=== imem_prog_loader ===
imem_prog_loader, cell placement:
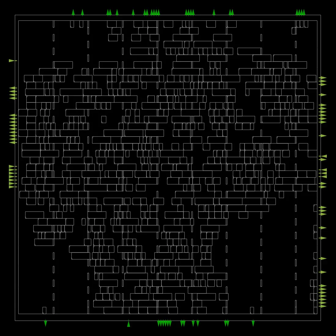

===== src/rtl/imem_prog_loader.sv =====
// rtl/imem_prog_loader.sv - packs host beats into instruction words and writes them to imem
module imem_prog_loader #(
  parameter int DATA_WIDTH = 32,
  parameter int IN_WIDTH   = 8,
  parameter int MEM_DEPTH  = 256,
  parameter int ADDR_WIDTH = 32,
  parameter int BIG_ENDIAN = 0,
  localparam int BEATS     = DATA_WIDTH / IN_WIDTH,
  localparam int BEAT_W    = (BEATS > 1) ? $clog2(BEATS) : 1,
  localparam int CNT_WIDTH = $clog2(MEM_DEPTH) + 1,
  localparam int BYTES     = DATA_WIDTH / 8
) (
  input  logic                  clk,
  input  logic                  rst,
  input  logic                  prog_ready,
  input  logic                  in_valid,
  input  logic [IN_WIDTH-1:0]   in_data,
  input  logic                  in_last,
  output logic                  in_ready,
  output logic                  mem_w_en,
  output logic [ADDR_WIDTH-1:0] mem_wr_addr,
  output logic [DATA_WIDTH-1:0] mem_data,
  output logic                  prog_ack,
  output logic                  core_run,
  output logic [CNT_WIDTH-1:0]  word_count,
  output logic                  overflow_err
);

  // FLUSH is the single cycle in which the final word is written before DONE
  typedef enum logic [2:0] {IDLE, LOAD, FLUSH, DONE, ERROR} state_t;

  state_t                state;
  logic                  prog_ready_q;
  logic [BEAT_W-1:0]     beat_cnt;
  logic [CNT_WIDTH-1:0]  wr_idx;
  logic [DATA_WIDTH-1:0] pack;
  logic [DATA_WIDTH-1:0] pack_nxt;
  logic [BEAT_W-1:0]     slot;
  logic                  xfer;
  logic                  rise;
  logic                  last_slot;
  logic                  mem_full;

  assign in_ready = (state == LOAD);

  // Beat placement, handshake and overflow detection for the current cycle
  always_comb begin
    slot      = (BIG_ENDIAN != 0) ? (BEAT_W'(BEATS - 1) - beat_cnt) : beat_cnt;
    pack_nxt  = pack;
    pack_nxt[slot*IN_WIDTH +: IN_WIDTH] = in_data;
    xfer      = in_valid && in_ready;
    rise      = prog_ready && !prog_ready_q;
    last_slot = (beat_cnt == BEAT_W'(BEATS - 1));
    // wr_idx counts words already handed to memory, so a fresh word beyond capacity is caught here
    mem_full  = (beat_cnt == '0) && (wr_idx == CNT_WIDTH'(MEM_DEPTH));
  end

  // Load FSM with registered outputs
  always_ff @(posedge clk) begin
    if (rst) begin
      state        <= IDLE;
      prog_ready_q <= 1'b0;
      beat_cnt     <= '0;
      wr_idx       <= '0;
      pack         <= '0;
      mem_w_en     <= 1'b0;
      mem_wr_addr  <= '0;
      mem_data     <= '0;
      prog_ack     <= 1'b0;
      core_run     <= 1'b0;
      word_count   <= '0;
      overflow_err <= 1'b0;
    end else begin
      prog_ready_q <= prog_ready;
      mem_w_en     <= 1'b0;
      prog_ack     <= 1'b0;
      // word_count trails the write strobe by one cycle
      if (mem_w_en) word_count <= word_count + CNT_WIDTH'(1);
      case (state)
        IDLE, DONE, ERROR: begin
          if (rise) begin
            state        <= LOAD;
            core_run     <= 1'b0;
            word_count   <= '0;
            wr_idx       <= '0;
            beat_cnt     <= '0;
            pack         <= '0;
            overflow_err <= 1'b0;
          end
        end
        LOAD: begin
          if (xfer) begin
            if (mem_full) begin
              overflow_err <= 1'b1;
              state        <= ERROR;
            end else if (last_slot || in_last) begin
              mem_w_en    <= 1'b1;
              mem_data    <= pack_nxt;
              mem_wr_addr <= ADDR_WIDTH'(wr_idx) * ADDR_WIDTH'(BYTES);
              wr_idx      <= wr_idx + CNT_WIDTH'(1);
              pack        <= '0;
              beat_cnt    <= '0;
              if (in_last) state <= FLUSH;
            end else begin
              pack     <= pack_nxt;
              beat_cnt <= beat_cnt + BEAT_W'(1);
            end
          end
        end
        FLUSH: begin
          state    <= DONE;
          prog_ack <= 1'b1;
          core_run <= 1'b1;
        end
        default: state <= IDLE;
      endcase
    end
  end

endmodule

===== config.mk =====
export PLATFORM = sky130hd
export DESIGN_NAME = imem_prog_loader
export DESIGN_NICKNAME = d
export VERILOG_FILES = /design/src/rtl/imem_prog_loader.sv
export SDC_FILE = /design/constraint.sdc
export NUM_CORES = 1
export LEC_CHECK = 0
export ABC_CLOCK_PERIOD_IN_PS = 2700
export CAP_MARGIN = 20
export CORE_UTILIZATION = 35
export DETAILED_ROUTE_END_ITERATION = 10
export PLACE_DENSITY = 0.59
export SYNTH_ARGS = -nofsm -noshare
export SYNTH_HDL_FRONTEND = slang
export SYNTH_SLANG_ARGS = --single-unit

===== constraint.sdc =====
create_clock -name clk -period 2.7 [get_ports clk]
set_input_delay 0.54 -clock clk [delete_from_list [all_inputs] [get_ports clk]]
set_output_delay 0.54 -clock clk [all_outputs]
set_load 0.05 [all_outputs]

=== dual_port_ram_be_flat ===
[src/rtl/mcu_mem_pkg.sv]
// rtl/mcu_mem_pkg.sv - shared types and helpers for the MCU memory blocks
//
// Purpose: clear-sequencer state encoding, read-during-write mode constants
// and a byte-lane count helper shared by the RAM top, core and interface.
// Ports: none (package).

package mcu_mem_pkg;

  typedef enum logic [1:0] {
    ST_CLEAR      = 2'd0,
    ST_READY_WAIT = 2'd1,
    ST_RUN        = 2'd2
  } mem_state_t;

  localparam int RDW_OLD = 0;
  localparam int RDW_NEW = 1;

  function automatic int lane_count(input int data_width);
    return data_width / 8;
  endfunction

endpackage

[src/rtl/dual_port_ram_be_if.sv]
// rtl/dual_port_ram_be_if.sv - write/read port bundle for dual_port_ram_be
//
// Purpose: groups the write port, read port and status outputs of the RAM.
// Ports (signals):
//   waddr, din, write_en, byte_en : write port (master -> slave)
//   raddr, read_en                : read port  (master -> slave)
//   dout, dout_valid, init_done   : read data and status (slave -> master)

interface dual_port_ram_be_if
  import mcu_mem_pkg::*;
#(
  parameter int ADDR_WIDTH = 5,
  parameter int DATA_WIDTH = 32
);

  logic [ADDR_WIDTH-1:0]                  waddr;
  logic [DATA_WIDTH-1:0]                  din;
  logic                                   write_en;
  logic [lane_count(DATA_WIDTH)-1:0]      byte_en;
  logic [ADDR_WIDTH-1:0]                  raddr;
  logic                                   read_en;
  logic [DATA_WIDTH-1:0]                  dout;
  logic                                   dout_valid;
  logic                                   init_done;

  modport master (
    output waddr, din, write_en, byte_en, raddr, read_en,
    input  dout, dout_valid, init_done
  );

  modport slave (
    input  waddr, din, write_en, byte_en, raddr, read_en,
    output dout, dout_valid, init_done
  );

endinterface

[src/rtl/dual_port_ram_be_core.sv]
// rtl/dual_port_ram_be_core.sv - byte-enabled storage array with registered read
//
// Purpose: plain simple-dual-port array. No reset and no forwarding so the
// array maps onto block RAM; a same-edge read of a written word returns the
// pre-write contents.
// Ports:
//   clk            : clock
//   we, waddr      : write strobe and address
//   wdata, wbe     : write data and per-byte enables
//   re, raddr      : read strobe and address
//   rdata          : registered read data, holds between reads

module dual_port_ram_be_core
  import mcu_mem_pkg::*;
#(
  parameter int ADDR_WIDTH = 5,
  parameter int DATA_WIDTH = 32
) (
  input  logic                          clk,
  input  logic                          we,
  input  logic [ADDR_WIDTH-1:0]         waddr,
  input  logic [DATA_WIDTH-1:0]         wdata,
  input  logic [DATA_WIDTH/8-1:0]       wbe,
  input  logic                          re,
  input  logic [ADDR_WIDTH-1:0]         raddr,
  output logic [DATA_WIDTH-1:0]         rdata
);

  localparam int LANES = lane_count(DATA_WIDTH);
  localparam int DEPTH = 2 ** ADDR_WIDTH;

  logic [DATA_WIDTH-1:0] mem [DEPTH];

  always_ff @(posedge clk) begin
    if (we) begin
      for (int i = 0; i < LANES; i++) begin
        if (wbe[i]) begin
          mem[waddr][8*i +: 8] <= wdata[8*i +: 8];
        end
      end
    end
    if (re) begin
      rdata <= mem[raddr];
    end
  end

endmodule

[src/rtl/dual_port_ram_be.sv]
// rtl/dual_port_ram_be.sv - byte-enabled simple dual-port RAM with clear sequencer
//
// Purpose: one write port and one read port on a single clock, with per-byte
// write enables, read valid flag, selectable read-during-write behaviour,
// read latency of 1 or 2 and an optional post-reset clear of every word.
// Ports:
//   clk   : clock
//   reset : asynchronous active-high reset
//   bus   : dual_port_ram_be_if.slave (write port, read port, dout,
//           dout_valid, init_done)

module dual_port_ram_be
  import mcu_mem_pkg::*;
#(
  parameter int                    ADDR_WIDTH     = 5,
  parameter int                    DATA_WIDTH     = 32,
  parameter int                    READ_LATENCY   = 1,
  parameter int                    RDW_NEW_DATA   = 0,
  parameter int                    CLEAR_ON_RESET = 1,
  parameter logic [DATA_WIDTH-1:0] INIT_VALUE     = '0
) (
  input  logic               clk,
  input  logic               reset,
  dual_port_ram_be_if.slave  bus
);

  localparam int                    LANES     = lane_count(DATA_WIDTH);
  localparam int                    DEPTH     = 2 ** ADDR_WIDTH;
  localparam logic [ADDR_WIDTH-1:0] LAST_ADDR = ADDR_WIDTH'(DEPTH - 1);

  if (DATA_WIDTH % 8 != 0) begin : g_bad_width
    $error("dual_port_ram_be: DATA_WIDTH must be a multiple of 8");
  end
  if (READ_LATENCY != 1 && READ_LATENCY != 2) begin : g_bad_latency
    $error("dual_port_ram_be: READ_LATENCY must be 1 or 2");
  end

  mem_state_t            state;
  logic [ADDR_WIDTH-1:0] clr_cnt;
  logic                  init_done_q;

  logic                  user_wr;
  logic                  user_rd;
  logic                  mem_we;
  logic [ADDR_WIDTH-1:0] mem_addr;
  logic [DATA_WIDTH-1:0] mem_wdata;
  logic [LANES-1:0]      mem_wbe;
  logic [DATA_WIDTH-1:0] core_q;
  logic [DATA_WIDTH-1:0] merged;
  logic                  rd_v1;

  // Clear sequencer: one word per cycle, init_done set on the edge that
  // writes the last address. RUN is terminal until the next reset.
  always_ff @(posedge clk or posedge reset) begin
    if (reset) begin
      state       <= (CLEAR_ON_RESET != 0) ? ST_CLEAR : ST_READY_WAIT;
      clr_cnt     <= '0;
      init_done_q <= 1'b0;
    end else begin
      case (state)
        ST_CLEAR: begin
          if (clr_cnt == LAST_ADDR) begin
            state       <= ST_RUN;
            init_done_q <= 1'b1;
          end else begin
            clr_cnt <= clr_cnt + 1'b1;
          end
        end
        ST_READY_WAIT: begin
          state       <= ST_RUN;
          init_done_q <= 1'b1;
        end
        ST_RUN: begin
          state <= ST_RUN;
        end
        default: begin
          state       <= ST_READY_WAIT;
          init_done_q <= 1'b0;
        end
      endcase
    end
  end

  assign bus.init_done = init_done_q;

  // User traffic is only accepted once the RAM is ready.
  assign user_wr = init_done_q && bus.write_en && (|bus.byte_en);
  assign user_rd = init_done_q && bus.read_en;

  // Write port mux: the sequencer owns the port while clearing.
  always_comb begin
    mem_we    = 1'b0;
    mem_addr  = bus.waddr;
    mem_wdata = bus.din;
    mem_wbe   = bus.byte_en;
    if (state == ST_CLEAR) begin
      mem_we    = 1'b1;
      mem_addr  = clr_cnt;
      mem_wdata = INIT_VALUE;
      mem_wbe   = '1;
    end else if (user_wr) begin
      mem_we = 1'b1;
    end
  end

  dual_port_ram_be_core #(
    .ADDR_WIDTH (ADDR_WIDTH),
    .DATA_WIDTH (DATA_WIDTH)
  ) u_core (
    .clk   (clk),
    .we    (mem_we),
    .waddr (mem_addr),
    .wdata (mem_wdata),
    .wbe   (mem_wbe),
    .re    (user_rd),
    .raddr (bus.raddr),
    .rdata (core_q)
  );

  // The array always returns pre-write data on a collision; new-data mode
  // captures the colliding write lanes alongside the read and patches them
  // over the array output. These registers track the array's read register,
  // so like the array they carry no reset.
  if (RDW_NEW_DATA == RDW_NEW) begin : g_rdw_new
    logic [LANES-1:0]      fwd_mask;
    logic [DATA_WIDTH-1:0] fwd_data;

    always_ff @(posedge clk) begin
      if (user_rd) begin
        fwd_mask <= (user_wr && (bus.waddr == bus.raddr)) ? bus.byte_en : '0;
        fwd_data <= bus.din;
      end
    end

    always_comb begin
      merged = core_q;
      for (int i = 0; i < LANES; i++) begin
        if (fwd_mask[i]) begin
          merged[8*i +: 8] = fwd_data[8*i +: 8];
        end
      end
    end
  end else begin : g_rdw_old
    assign merged = core_q;
  end

  always_ff @(posedge clk or posedge reset) begin
    if (reset) begin
      rd_v1 <= 1'b0;
    end else begin
      rd_v1 <= user_rd;
    end
  end

  if (READ_LATENCY == 2) begin : g_lat2
    logic [DATA_WIDTH-1:0] dout_q;
    logic                  rd_v2;

    always_ff @(posedge clk or posedge reset) begin
      if (reset) begin
        dout_q <= '0;
        rd_v2  <= 1'b0;
      end else begin
        rd_v2 <= rd_v1;
        if (rd_v1) begin
          dout_q <= merged;
        end
      end
    end

    assign bus.dout       = dout_q;
    assign bus.dout_valid = rd_v2;
  end else begin : g_lat1
    // The array register is not reset, so dout is forced to zero until the
    // first read after reset; afterwards the array and forwarding registers
    // only change on a read, which keeps dout stable between reads.
    logic have_data;

    always_ff @(posedge clk or posedge reset) begin
      if (reset) begin
        have_data <= 1'b0;
      end else if (user_rd) begin
        have_data <= 1'b1;
      end
    end

    assign bus.dout       = have_data ? merged : '0;
    assign bus.dout_valid = rd_v1;
  end

endmodule

[src/flat_wrapper.sv]
// flat-port wrapper written by rule: the top's interface ports become plain ports
module dual_port_ram_be_flat import mcu_mem_pkg::*;
#(
  parameter int                    ADDR_WIDTH     = 5,
  parameter int                    DATA_WIDTH     = 32,
  parameter int                    READ_LATENCY   = 1,
  parameter int                    RDW_NEW_DATA   = 0,
  parameter int                    CLEAR_ON_RESET = 1,
  parameter logic [DATA_WIDTH-1:0] INIT_VALUE     = '0
)
  (clk, reset, bus_waddr, bus_din, bus_write_en, bus_byte_en, bus_raddr, bus_read_en, bus_dout, bus_dout_valid, bus_init_done);
  dual_port_ram_be_if #(.ADDR_WIDTH(ADDR_WIDTH), .DATA_WIDTH(DATA_WIDTH)) bus_i ();
  input  logic clk;
  input  logic reset;
  input wire logic [$bits(bus_i.waddr)-1:0] bus_waddr;
  input wire logic [$bits(bus_i.din)-1:0] bus_din;
  input wire logic [$bits(bus_i.write_en)-1:0] bus_write_en;
  input wire logic [$bits(bus_i.byte_en)-1:0] bus_byte_en;
  input wire logic [$bits(bus_i.raddr)-1:0] bus_raddr;
  input wire logic [$bits(bus_i.read_en)-1:0] bus_read_en;
  output wire logic [$bits(bus_i.dout)-1:0] bus_dout;
  output wire logic [$bits(bus_i.dout_valid)-1:0] bus_dout_valid;
  output wire logic [$bits(bus_i.init_done)-1:0] bus_init_done;
  assign bus_i.waddr = bus_waddr;
  assign bus_i.din = bus_din;
  assign bus_i.write_en = bus_write_en;
  assign bus_i.byte_en = bus_byte_en;
  assign bus_i.raddr = bus_raddr;
  assign bus_i.read_en = bus_read_en;
  assign bus_dout = bus_i.dout;
  assign bus_dout_valid = bus_i.dout_valid;
  assign bus_init_done = bus_i.init_done;
  dual_port_ram_be #(.ADDR_WIDTH(ADDR_WIDTH), .DATA_WIDTH(DATA_WIDTH), .READ_LATENCY(READ_LATENCY), .RDW_NEW_DATA(RDW_NEW_DATA), .CLEAR_ON_RESET(CLEAR_ON_RESET), .INIT_VALUE(INIT_VALUE)) u_core (.clk(clk), .reset(reset), .bus(bus_i));
endmodule
[config.mk]
export PLATFORM = sky130hd
export DESIGN_NAME = dual_port_ram_be_flat
export DESIGN_NICKNAME = d
export VERILOG_FILES = /design/src/rtl/mcu_mem_pkg.sv /design/src/rtl/dual_port_ram_be_if.sv /design/src/rtl/dual_port_ram_be_core.sv /design/src/rtl/dual_port_ram_be.sv /design/src/flat_wrapper.sv
export SDC_FILE = /design/constraint.sdc
export NUM_CORES = 1
export LEC_CHECK = 0
export CAP_MARGIN = 25
export CORE_MARGIN = 4
export CORE_UTILIZATION = 30
export CTS_CLUSTER_SIZE = 30
export DETAILED_ROUTE_END_ITERATION = 12
export HOLD_SLACK_MARGIN = 0.08
export PLACE_DENSITY = 0.5
export SYNTH_ARGS = -nofsm -noshare
export SYNTH_HDL_FRONTEND = slang
export SYNTH_SLANG_ARGS = --single-unit
[constraint.sdc]
create_clock -name clk -period 3.9 [get_ports clk]
set_input_delay 0.975 -clock clk [delete_from_list [all_inputs] [get_ports clk]]
set_output_delay 0.975 -clock clk [all_outputs]
set_load 0.005 [all_outputs]
=== esm_issue_picker ===
<file path="src/rtl/esm_pkg.sv">
// esm_pkg: shared FSM state encoding and LFSR polynomial for the issue picker.
package esm_pkg;

    typedef enum logic [1:0] {IDLE, SCAN, DRAW, OFFER} state_e;

    localparam logic [31:0] LFSR_POLY = 32'h8020_0003;

endpackage

</file>
<file path="src/rtl/esm_lfsr.sv">
// esm_lfsr: right-shifting Galois LFSR, reloads SEED on reset.
module esm_lfsr import esm_pkg::*; #(
    parameter int                LFSR_W = 32,
    parameter logic [LFSR_W-1:0] SEED   = LFSR_W'(32'hACE1_0001)
) (
    input  logic              clk,
    input  logic              rst,
    input  logic              en,
    output logic [LFSR_W-1:0] value
);

    logic [LFSR_W-1:0] value_q, value_d;

    always_comb value_d = !en ? value_q :
                          value_q[0] ? (value_q >> 1) ^ LFSR_W'(LFSR_POLY) : value_q >> 1;

    always_ff @(posedge clk or posedge rst)
        if (rst) value_q <= SEED;
        else     value_q <= value_d;

    assign value = value_q;

endmodule

</file>
<file path="src/rtl/esm_issue_picker.sv">
// esm_issue_picker: candidate bitmap with a scan/draw FSM that offers one
// pseudo-randomly chosen set slot per request.
module esm_issue_picker import esm_pkg::*; #(
    parameter int                BS     = 16,
    parameter int                IW     = $clog2(BS),
    parameter int                LFSR_W = 32,
    parameter logic [LFSR_W-1:0] SEED   = LFSR_W'(32'hACE1_0001)
) (
    input  logic          clk,
    input  logic          rst,
    input  logic          ins_valid,
    input  logic [IW-1:0] ins_index,
    input  logic          pick_req,
    output logic          pick_valid,
    output logic [IW-1:0] pick_index,
    input  logic          pick_ready,
    output logic [IW:0]   cand_count,
    output logic          empty,
    output logic          busy
);

    state_e            state_q, state_d;
    logic [BS-1:0]     bitmap_q, bitmap_d;
    logic [IW-1:0]     tbl_q [BS];
    logic [IW-1:0]     tbl_d [BS];
    logic [IW:0]       tcount_q, tcount_d, retry_q, retry_d, cand_count_q, cand_count_d;
    logic [IW-1:0]     scan_ptr_q, scan_ptr_d, pick_index_q, pick_index_d;
    logic [LFSR_W-1:0] lfsr;
    logic [IW-1:0]     r;
    logic              unused_lfsr_hi;

    esm_lfsr #(.LFSR_W(LFSR_W), .SEED(SEED)) u_lfsr (
        .clk   (clk),
        .rst   (rst),
        .en    (1'b1),
        .value (lfsr)
    );

    assign r              = lfsr[IW-1:0];
    assign unused_lfsr_hi = ^lfsr[LFSR_W-1:IW];

    always_comb begin
        state_d      = state_q;
        bitmap_d     = bitmap_q;
        tbl_d        = tbl_q;
        tcount_d     = tcount_q;
        retry_d      = retry_q;
        scan_ptr_d   = scan_ptr_q;
        pick_index_d = pick_index_q;
        case (state_q)
            IDLE: if (pick_req && |bitmap_q) begin
                state_d    = SCAN;
                scan_ptr_d = '0;
                tcount_d   = '0;
            end
            SCAN: begin
                if (bitmap_q[scan_ptr_q]) begin
                    tbl_d[tcount_q[IW-1:0]] = scan_ptr_q;
                    tcount_d                = tcount_q + 1'b1;
                end
                scan_ptr_d = scan_ptr_q + 1'b1;
                if (scan_ptr_q == IW'(BS - 1)) begin
                    state_d = DRAW;
                    retry_d = '0;
                end
            end
            // Rejection sampling; after BS misses fall back to the first entry.
            DRAW: if ({1'b0, r} < tcount_q) begin
                pick_index_d = tbl_q[r];
                state_d      = OFFER;
            end else if (retry_q == (IW+1)'(BS)) begin
                pick_index_d = tbl_q[0];
                state_d      = OFFER;
            end else begin
                retry_d = retry_q + 1'b1;
            end
            OFFER: if (pick_ready) begin
                bitmap_d[pick_index_q] = 1'b0;
                state_d                = IDLE;
            end
            default: state_d = IDLE;
        endcase
        if (ins_valid) bitmap_d[ins_index] = 1'b1;
        cand_count_d = '0;
        for (int i = 0; i < BS; i++) cand_count_d = cand_count_d + (IW+1)'(bitmap_d[i]);
    end

    always_ff @(posedge clk or posedge rst)
        if (rst) begin
            state_q      <= IDLE;
            bitmap_q     <= '0;
            tbl_q        <= '{default: '0};
            tcount_q     <= '0;
            retry_q      <= '0;
            scan_ptr_q   <= '0;
            pick_index_q <= '0;
            cand_count_q <= '0;
        end else begin
            state_q      <= state_d;
            bitmap_q     <= bitmap_d;
            tbl_q        <= tbl_d;
            tcount_q     <= tcount_d;
            retry_q      <= retry_d;
            scan_ptr_q   <= scan_ptr_d;
            pick_index_q <= pick_index_d;
            cand_count_q <= cand_count_d;
        end

    assign pick_valid = state_q == OFFER;
    assign pick_index = pick_index_q;
    assign cand_count = cand_count_q;
    assign empty      = cand_count_q == '0;
    assign busy       = state_q != IDLE;

endmodule

</file>
<file path="config.mk">
export PLATFORM = sky130hd
export DESIGN_NAME = esm_issue_picker
export DESIGN_NICKNAME = d
export VERILOG_FILES = /design/src/rtl/esm_pkg.sv /design/src/rtl/esm_lfsr.sv /design/src/rtl/esm_issue_picker.sv
export SDC_FILE = /design/constraint.sdc
export NUM_CORES = 1
export LEC_CHECK = 0
export CELL_PAD_IN_SITES_DETAIL_PLACEMENT = 0
export CELL_PAD_IN_SITES_GLOBAL_PLACEMENT = 2
export CORE_MARGIN = 2
export CORE_UTILIZATION = 39
export DETAILED_ROUTE_END_ITERATION = 12
export PLACE_DENSITY = 0.86
export SYNTH_ARGS = -nofsm -noshare
export SYNTH_HDL_FRONTEND = slang
export SYNTH_SLANG_ARGS = --single-unit
</file>
<file path="constraint.sdc">
create_clock -name clk -period 5.1 [get_ports clk]
set_clock_uncertainty 0.2 [all_clocks]
set_input_delay 1.53 -clock clk [delete_from_list [all_inputs] [get_ports clk]]
set_output_delay 1.53 -clock clk [all_outputs]
set_load 0.02 [all_outputs]
</file>
esm_issue_picker, drive-strength map:
Scale: 4 px per um.
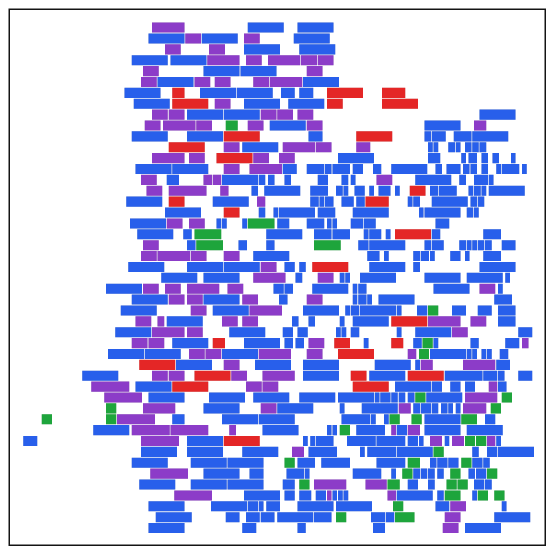
| color | size | cells | share |
|---|---|---|---|
| blue | drive 1 or less | 376 | 67% |
| red | drive 6 and up | 28 | 5.0% |
| purple | drive 2 | 123 | 22% |
| green | drive 3 to 4 | 37 | 6.6% |

==> flow_metrics.py, esm_issue_picker <==
# Synthesis and PnR figures
metrics = {
    "floorplan": {
        "die_area_um2": 17850,
        "floorplan.die.width_um": 133.6,
        "rows": 47,
    },
    "synthesis": {
        "floorplan.nets": 545,
        "cell_count_after_synthesis": 506,
        "synthMostInstantiatedCell": "dfrtp_1",
        "synth-cells-yosys": 506,
        "enable_flop_cells": 0,
        "ys_sh_simple_pct": 9.226,
    },
    "cells_and_area": {
        "final_layout_top_logic_cell": "dfrtp_1",
        "area.share.sequential_pct": 44.32,
        "inv_count": 34,
        "post_route_cells_drive_above_1_share_pct": 33.33,
        "final_cell_mix": "128 x dfrtp_1, 68 x mux2_2, 31 x inv_1",
        "n_clock_buffer": 17,
        "buffer_area_share_pct": 5.062,
        "registers.top_by_ff_count": "tbl_q",
        "layout.area.seq_um2": 3440,
        "instances_no_fill": 784,
    },
    "routing": {
        "post_drt_wl_per_cell_um": 16.95,
        "route.antenna.remaining_nets": 0,
        "routed-wl-met2_um": 6694,
    },
    "timing": {
        "drv_slew": 0,
    },
    "outcome": {
        "outcome": "complete, no violations",
    },
    "worst_setup_path": {
        "critPathSlowestCell": "fa_1",
        "end_kind": "flip-flop",
        "r2r_slack_ns": 0.64,
        "timing.critical_path.fanout_max": 3,
        "path_class": "in -> reg",
        "crit_arrival_ns": 5.20,
    },
    "pwr": {
        "netSwitchingPower_mw": 2.288,
        "p_sw_share_pct": 39.40,
    },
    "clock_tree": {
        "postCtsResizedCells": 24,
        "clk-insertion-delay-late_ns": 0.41,
        "h_tree_levels": 4,
    },
    "placed_design": {
        "hpwlAfterDp_um": 9276,
        "placed_area_um2": 7114,
    },
    "global_route": {
        "grt_pass1_vias": 4246,
    },
}
-- esm_issue_picker: worst min-delay path by stage --
| stage | from | endpoint | depth (start not counted) |
|---|---|---|---|
| 3_3_place_gp | u_lfsr.value[10] | u_lfsr.value[9] | 0 |
| 4_1_cts | u_lfsr.value[15] | u_lfsr.value[14] | 0 |
| 3_5_place_dp | u_lfsr.value[19] | u_lfsr.value[18] | 0 |
| 2_1_floorplan | u_lfsr.value[11] | u_lfsr.value[10] | 0 |
| 5_1_grt | u_lfsr.value[9] | u_lfsr.value[8] | 0 |
| 6_report | u_lfsr.value[15] | u_lfsr.value[14] | 0 |
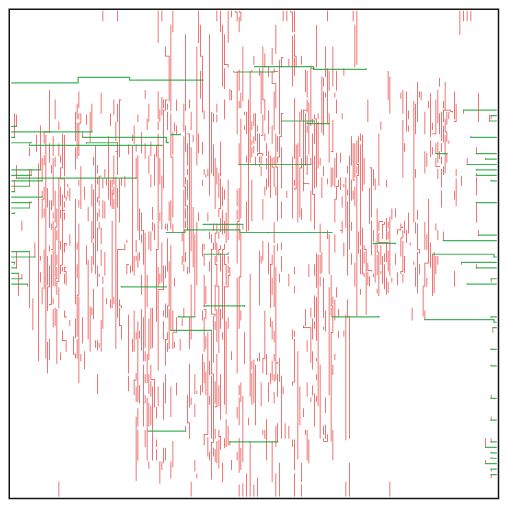
imem_prog_loader: metal layers overlaid
Scale: 4 px per um. Two of the layers only.
| color | layer | wire length |
|---|---|---|
| red | met2 | 5,850 um |
| green | met3 | 581 um |

Notes on 'cell placement' of imem_prog_loader above:
fraction of standard cell area that is sequential: 33.16%
flip-flops: 101
number of cell rows: 43
share of the core filled with cells in the final layout: 43.76%
core region area: 13,930 um^2

==> flow_metrics.py, imem_prog_loader <==
# Synthesis and PnR figures
metrics = {
    "outcome": {
        "outcome": "complete, no violations",
    },
    "placed_design": {
        "placed_area_um2": 5797,
        "port_bufs": 67,
        "hpwlAfterDp_um": 8599,
    },
    "synthesis": {
        "top_logic_kind": "simple AND/OR/NAND/NOR gates",
        "synth.top_cells.by_area": "dfxtp_1 40%, mux2i_1 5.8%, a21oi_1 5.1%",
        "top_cell_area_share_pct": 40.17,
        "numSynthFlops": 101,
    },
    "routing": {
        "route.antenna.remaining_nets": 0,
        "via_count": 4318,
    },
    "cells_and_area": {
        "post_route_cells_drive_above_1_share_pct": 6.780,
        "fin_nets": 666,
        "largest_class": "combinational gates",
        "antenna_cells_inserted": 0,
        "biggestRegsByFlops": "mem_data: 32 flops, pack: 32 flops",
        "buffer_area_share_pct": 13.25,
        "n_clock_buffer": 11,
    },
    "global_route": {
        "overflow": 0,
        "number_of_antenna_violations_at_the_first_check_in_global_routing": 0,
        "wire_length_of_the_first_global_routing_pass_um": 20240,
        "grt_pass1_vias": 4055,
        "grt.total_usage_pct": 17.44,
    },
    "clock_tree": {
        "clock-root-buffer": "clkbuf_16",
        "tritoncts": "done",
        "numClockSinks": 101,
    },
    "worst_setup_path": {
        "critPathLaunch": "beat_cnt[1]",
        "critical_path.top_delay_family": "simple AND/OR/NAND/NOR gates",
        "timing.critical_path.fanout_max": 21,
        "crit_arrival_ns": 2.73,
    },
    "timing": {
        "clock-skew-final_ns": 0.007364,
        "tightestPinTransition_ns": 0.8461,
        "fin_crit_sh_pct": 90.71,
    },
    "floorplan": {
        "floorplan.die.width_um": 121.9,
        "initCoreUtil_pct": 36.12,
        "fp.dieH_um": 121.9,
        "num_tap_cells": 180,
    },
    "pwr": {
        "p_leak_nw": 2.212,
    },
}
-- imem_prog_loader: layer usage --
metal | track usage [%] | share of wire (%) | up-vias
met5 | 0 | 0 | -
met4 | 5.324 | 1.4 | 0
met3 | 4.307 | 4.6 | 11
met2 | 28.07 | 47 | 95
met1 | 22.84 | 47 | 2079
li1 | - | - | 2133
-- imem_prog_loader: report_power, final --
group	leakage (nW)	internal, mW	switching, mW
logic	1.25	0.203	0.406
registers	0.816	1.53	0.0263
clock network	0.142	0.746	0.586
dual_port_ram_be_flat, metal layers overlaid:
Scale: 1 px per um. Two of the layers only.
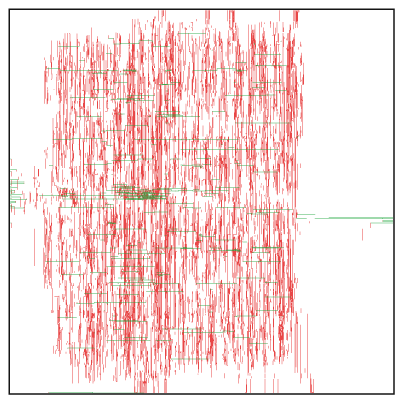
| color | layer | wire length |
|---|---|---|
| green | met3 | 4,530 um |
| red | met2 | 53.1 mm |

dual_port_ram_be_flat, I/O pins on the die edge:
Scale: 1 px per um. Pins as bars across the die edge, other pins in gray.
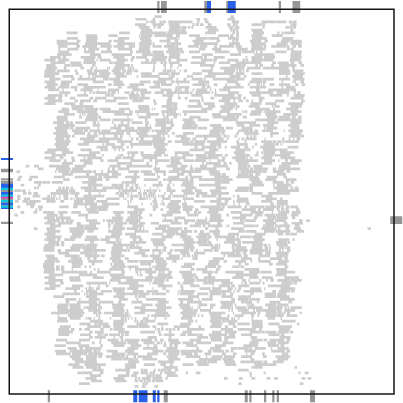
| color | port | pins | direction | edge |
|---|---|---|---|---|
| magenta | `bus_dout_valid` | 1 | output | left |
| cyan | `bus_byte_en` | 4 | input | left |
| blue | `bus_din` | 32 | input | 14 bottom, 10 top, 8 left |
all pins by edge: 28 bottom, 26 top, 25 left, 5 right

==> flow_metrics.py, dual_port_ram_be_flat <==
# Synthesis and PnR figures
metrics = {
    "placed_design": {
        "routability_congestion_estimate_from_global_placement": 0.7814,
    },
    "synthesis": {
        "yosysTopAreaCell": "edfxtp_1",
        "synth-cells-yosys": 2529,
    },
    "clock_tree": {
        "clk-insertion-delay-late_ns": 0.68,
        "clock-root-buffer": "clkbuf_16",
        "cts_clock_pin_slew_for_the_worst_setup_and_hold_paths_ns": 0.06,
    },
    "timing": {
        "fin_crit_sh_pct": 88.96,
    },
    "pwr": {
        "power_density_nw_per_um2": 481.5,
    },
    "worst_hold_path": {
        "hold_depth": 1,
        "launch_instance_of_the_worst_min_delay_path": "u_core.clr_cnt[3]",
    },
    "global_route": {
        "grt.total_usage_pct": 14.41,
    },
    "worst_setup_path": {
        "path_class": "reg -> out",
    },
    "cells_and_area": {
        "biggestRegsByFlops": "u_core.u_core.mem: 1024 flops, u_core.u_core.rdata: 32 flops, u_core.clr_cnt: 5 flops",
    },
    "outcome": {
        "outcome": "complete, no violations",
    },
    "routing": {
        "via_count": 22440,
    },
}
==> dual_port_ram_be_flat: layout make-up <==
| cell class | count | area [um^2] | area share, % |
|---|---|---|---|
| clock buffer | 124 | 2720 | 5.454 |
| timing repair buffer | 276 | 2510 | 5.032 |
| multi-input combinational | 1315 | 9642 | 19.33 |
| clock inverter | 66 | 683.2 | 1.370 |
| inverter | 2 | 7.507 | 0.01505 |
| antenna | 1 | 2.502 | 0.005017 |
| tap | 1876 | 2347 | 4.706 |
| sequential | 1066 | 31960 | 64.09 |

## Gallery

Wires at chosen ports, followed through buffers.
panel A
Scale: 2 px per um.
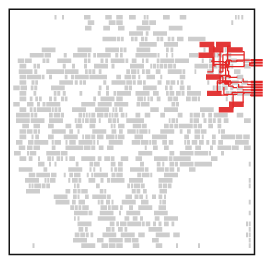
panel B
Scale: 2 px per um.
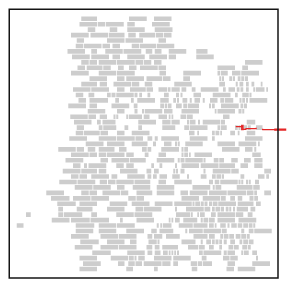
panel C
Scale: 1 px per um.
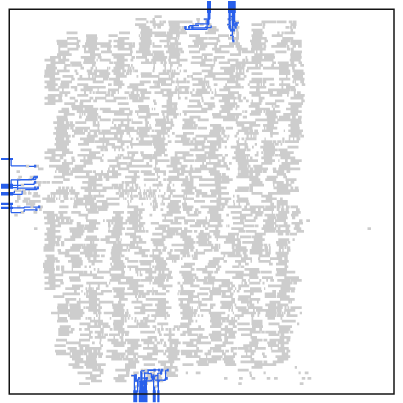
imem_prog_loader is panel A.
esm_issue_picker is panel B.
dual_port_ram_be_flat is panel C.
- smallest die: panel A
- largest die: panel C


Power figures rest on the tool's default switching activity, not on a simulated workload.
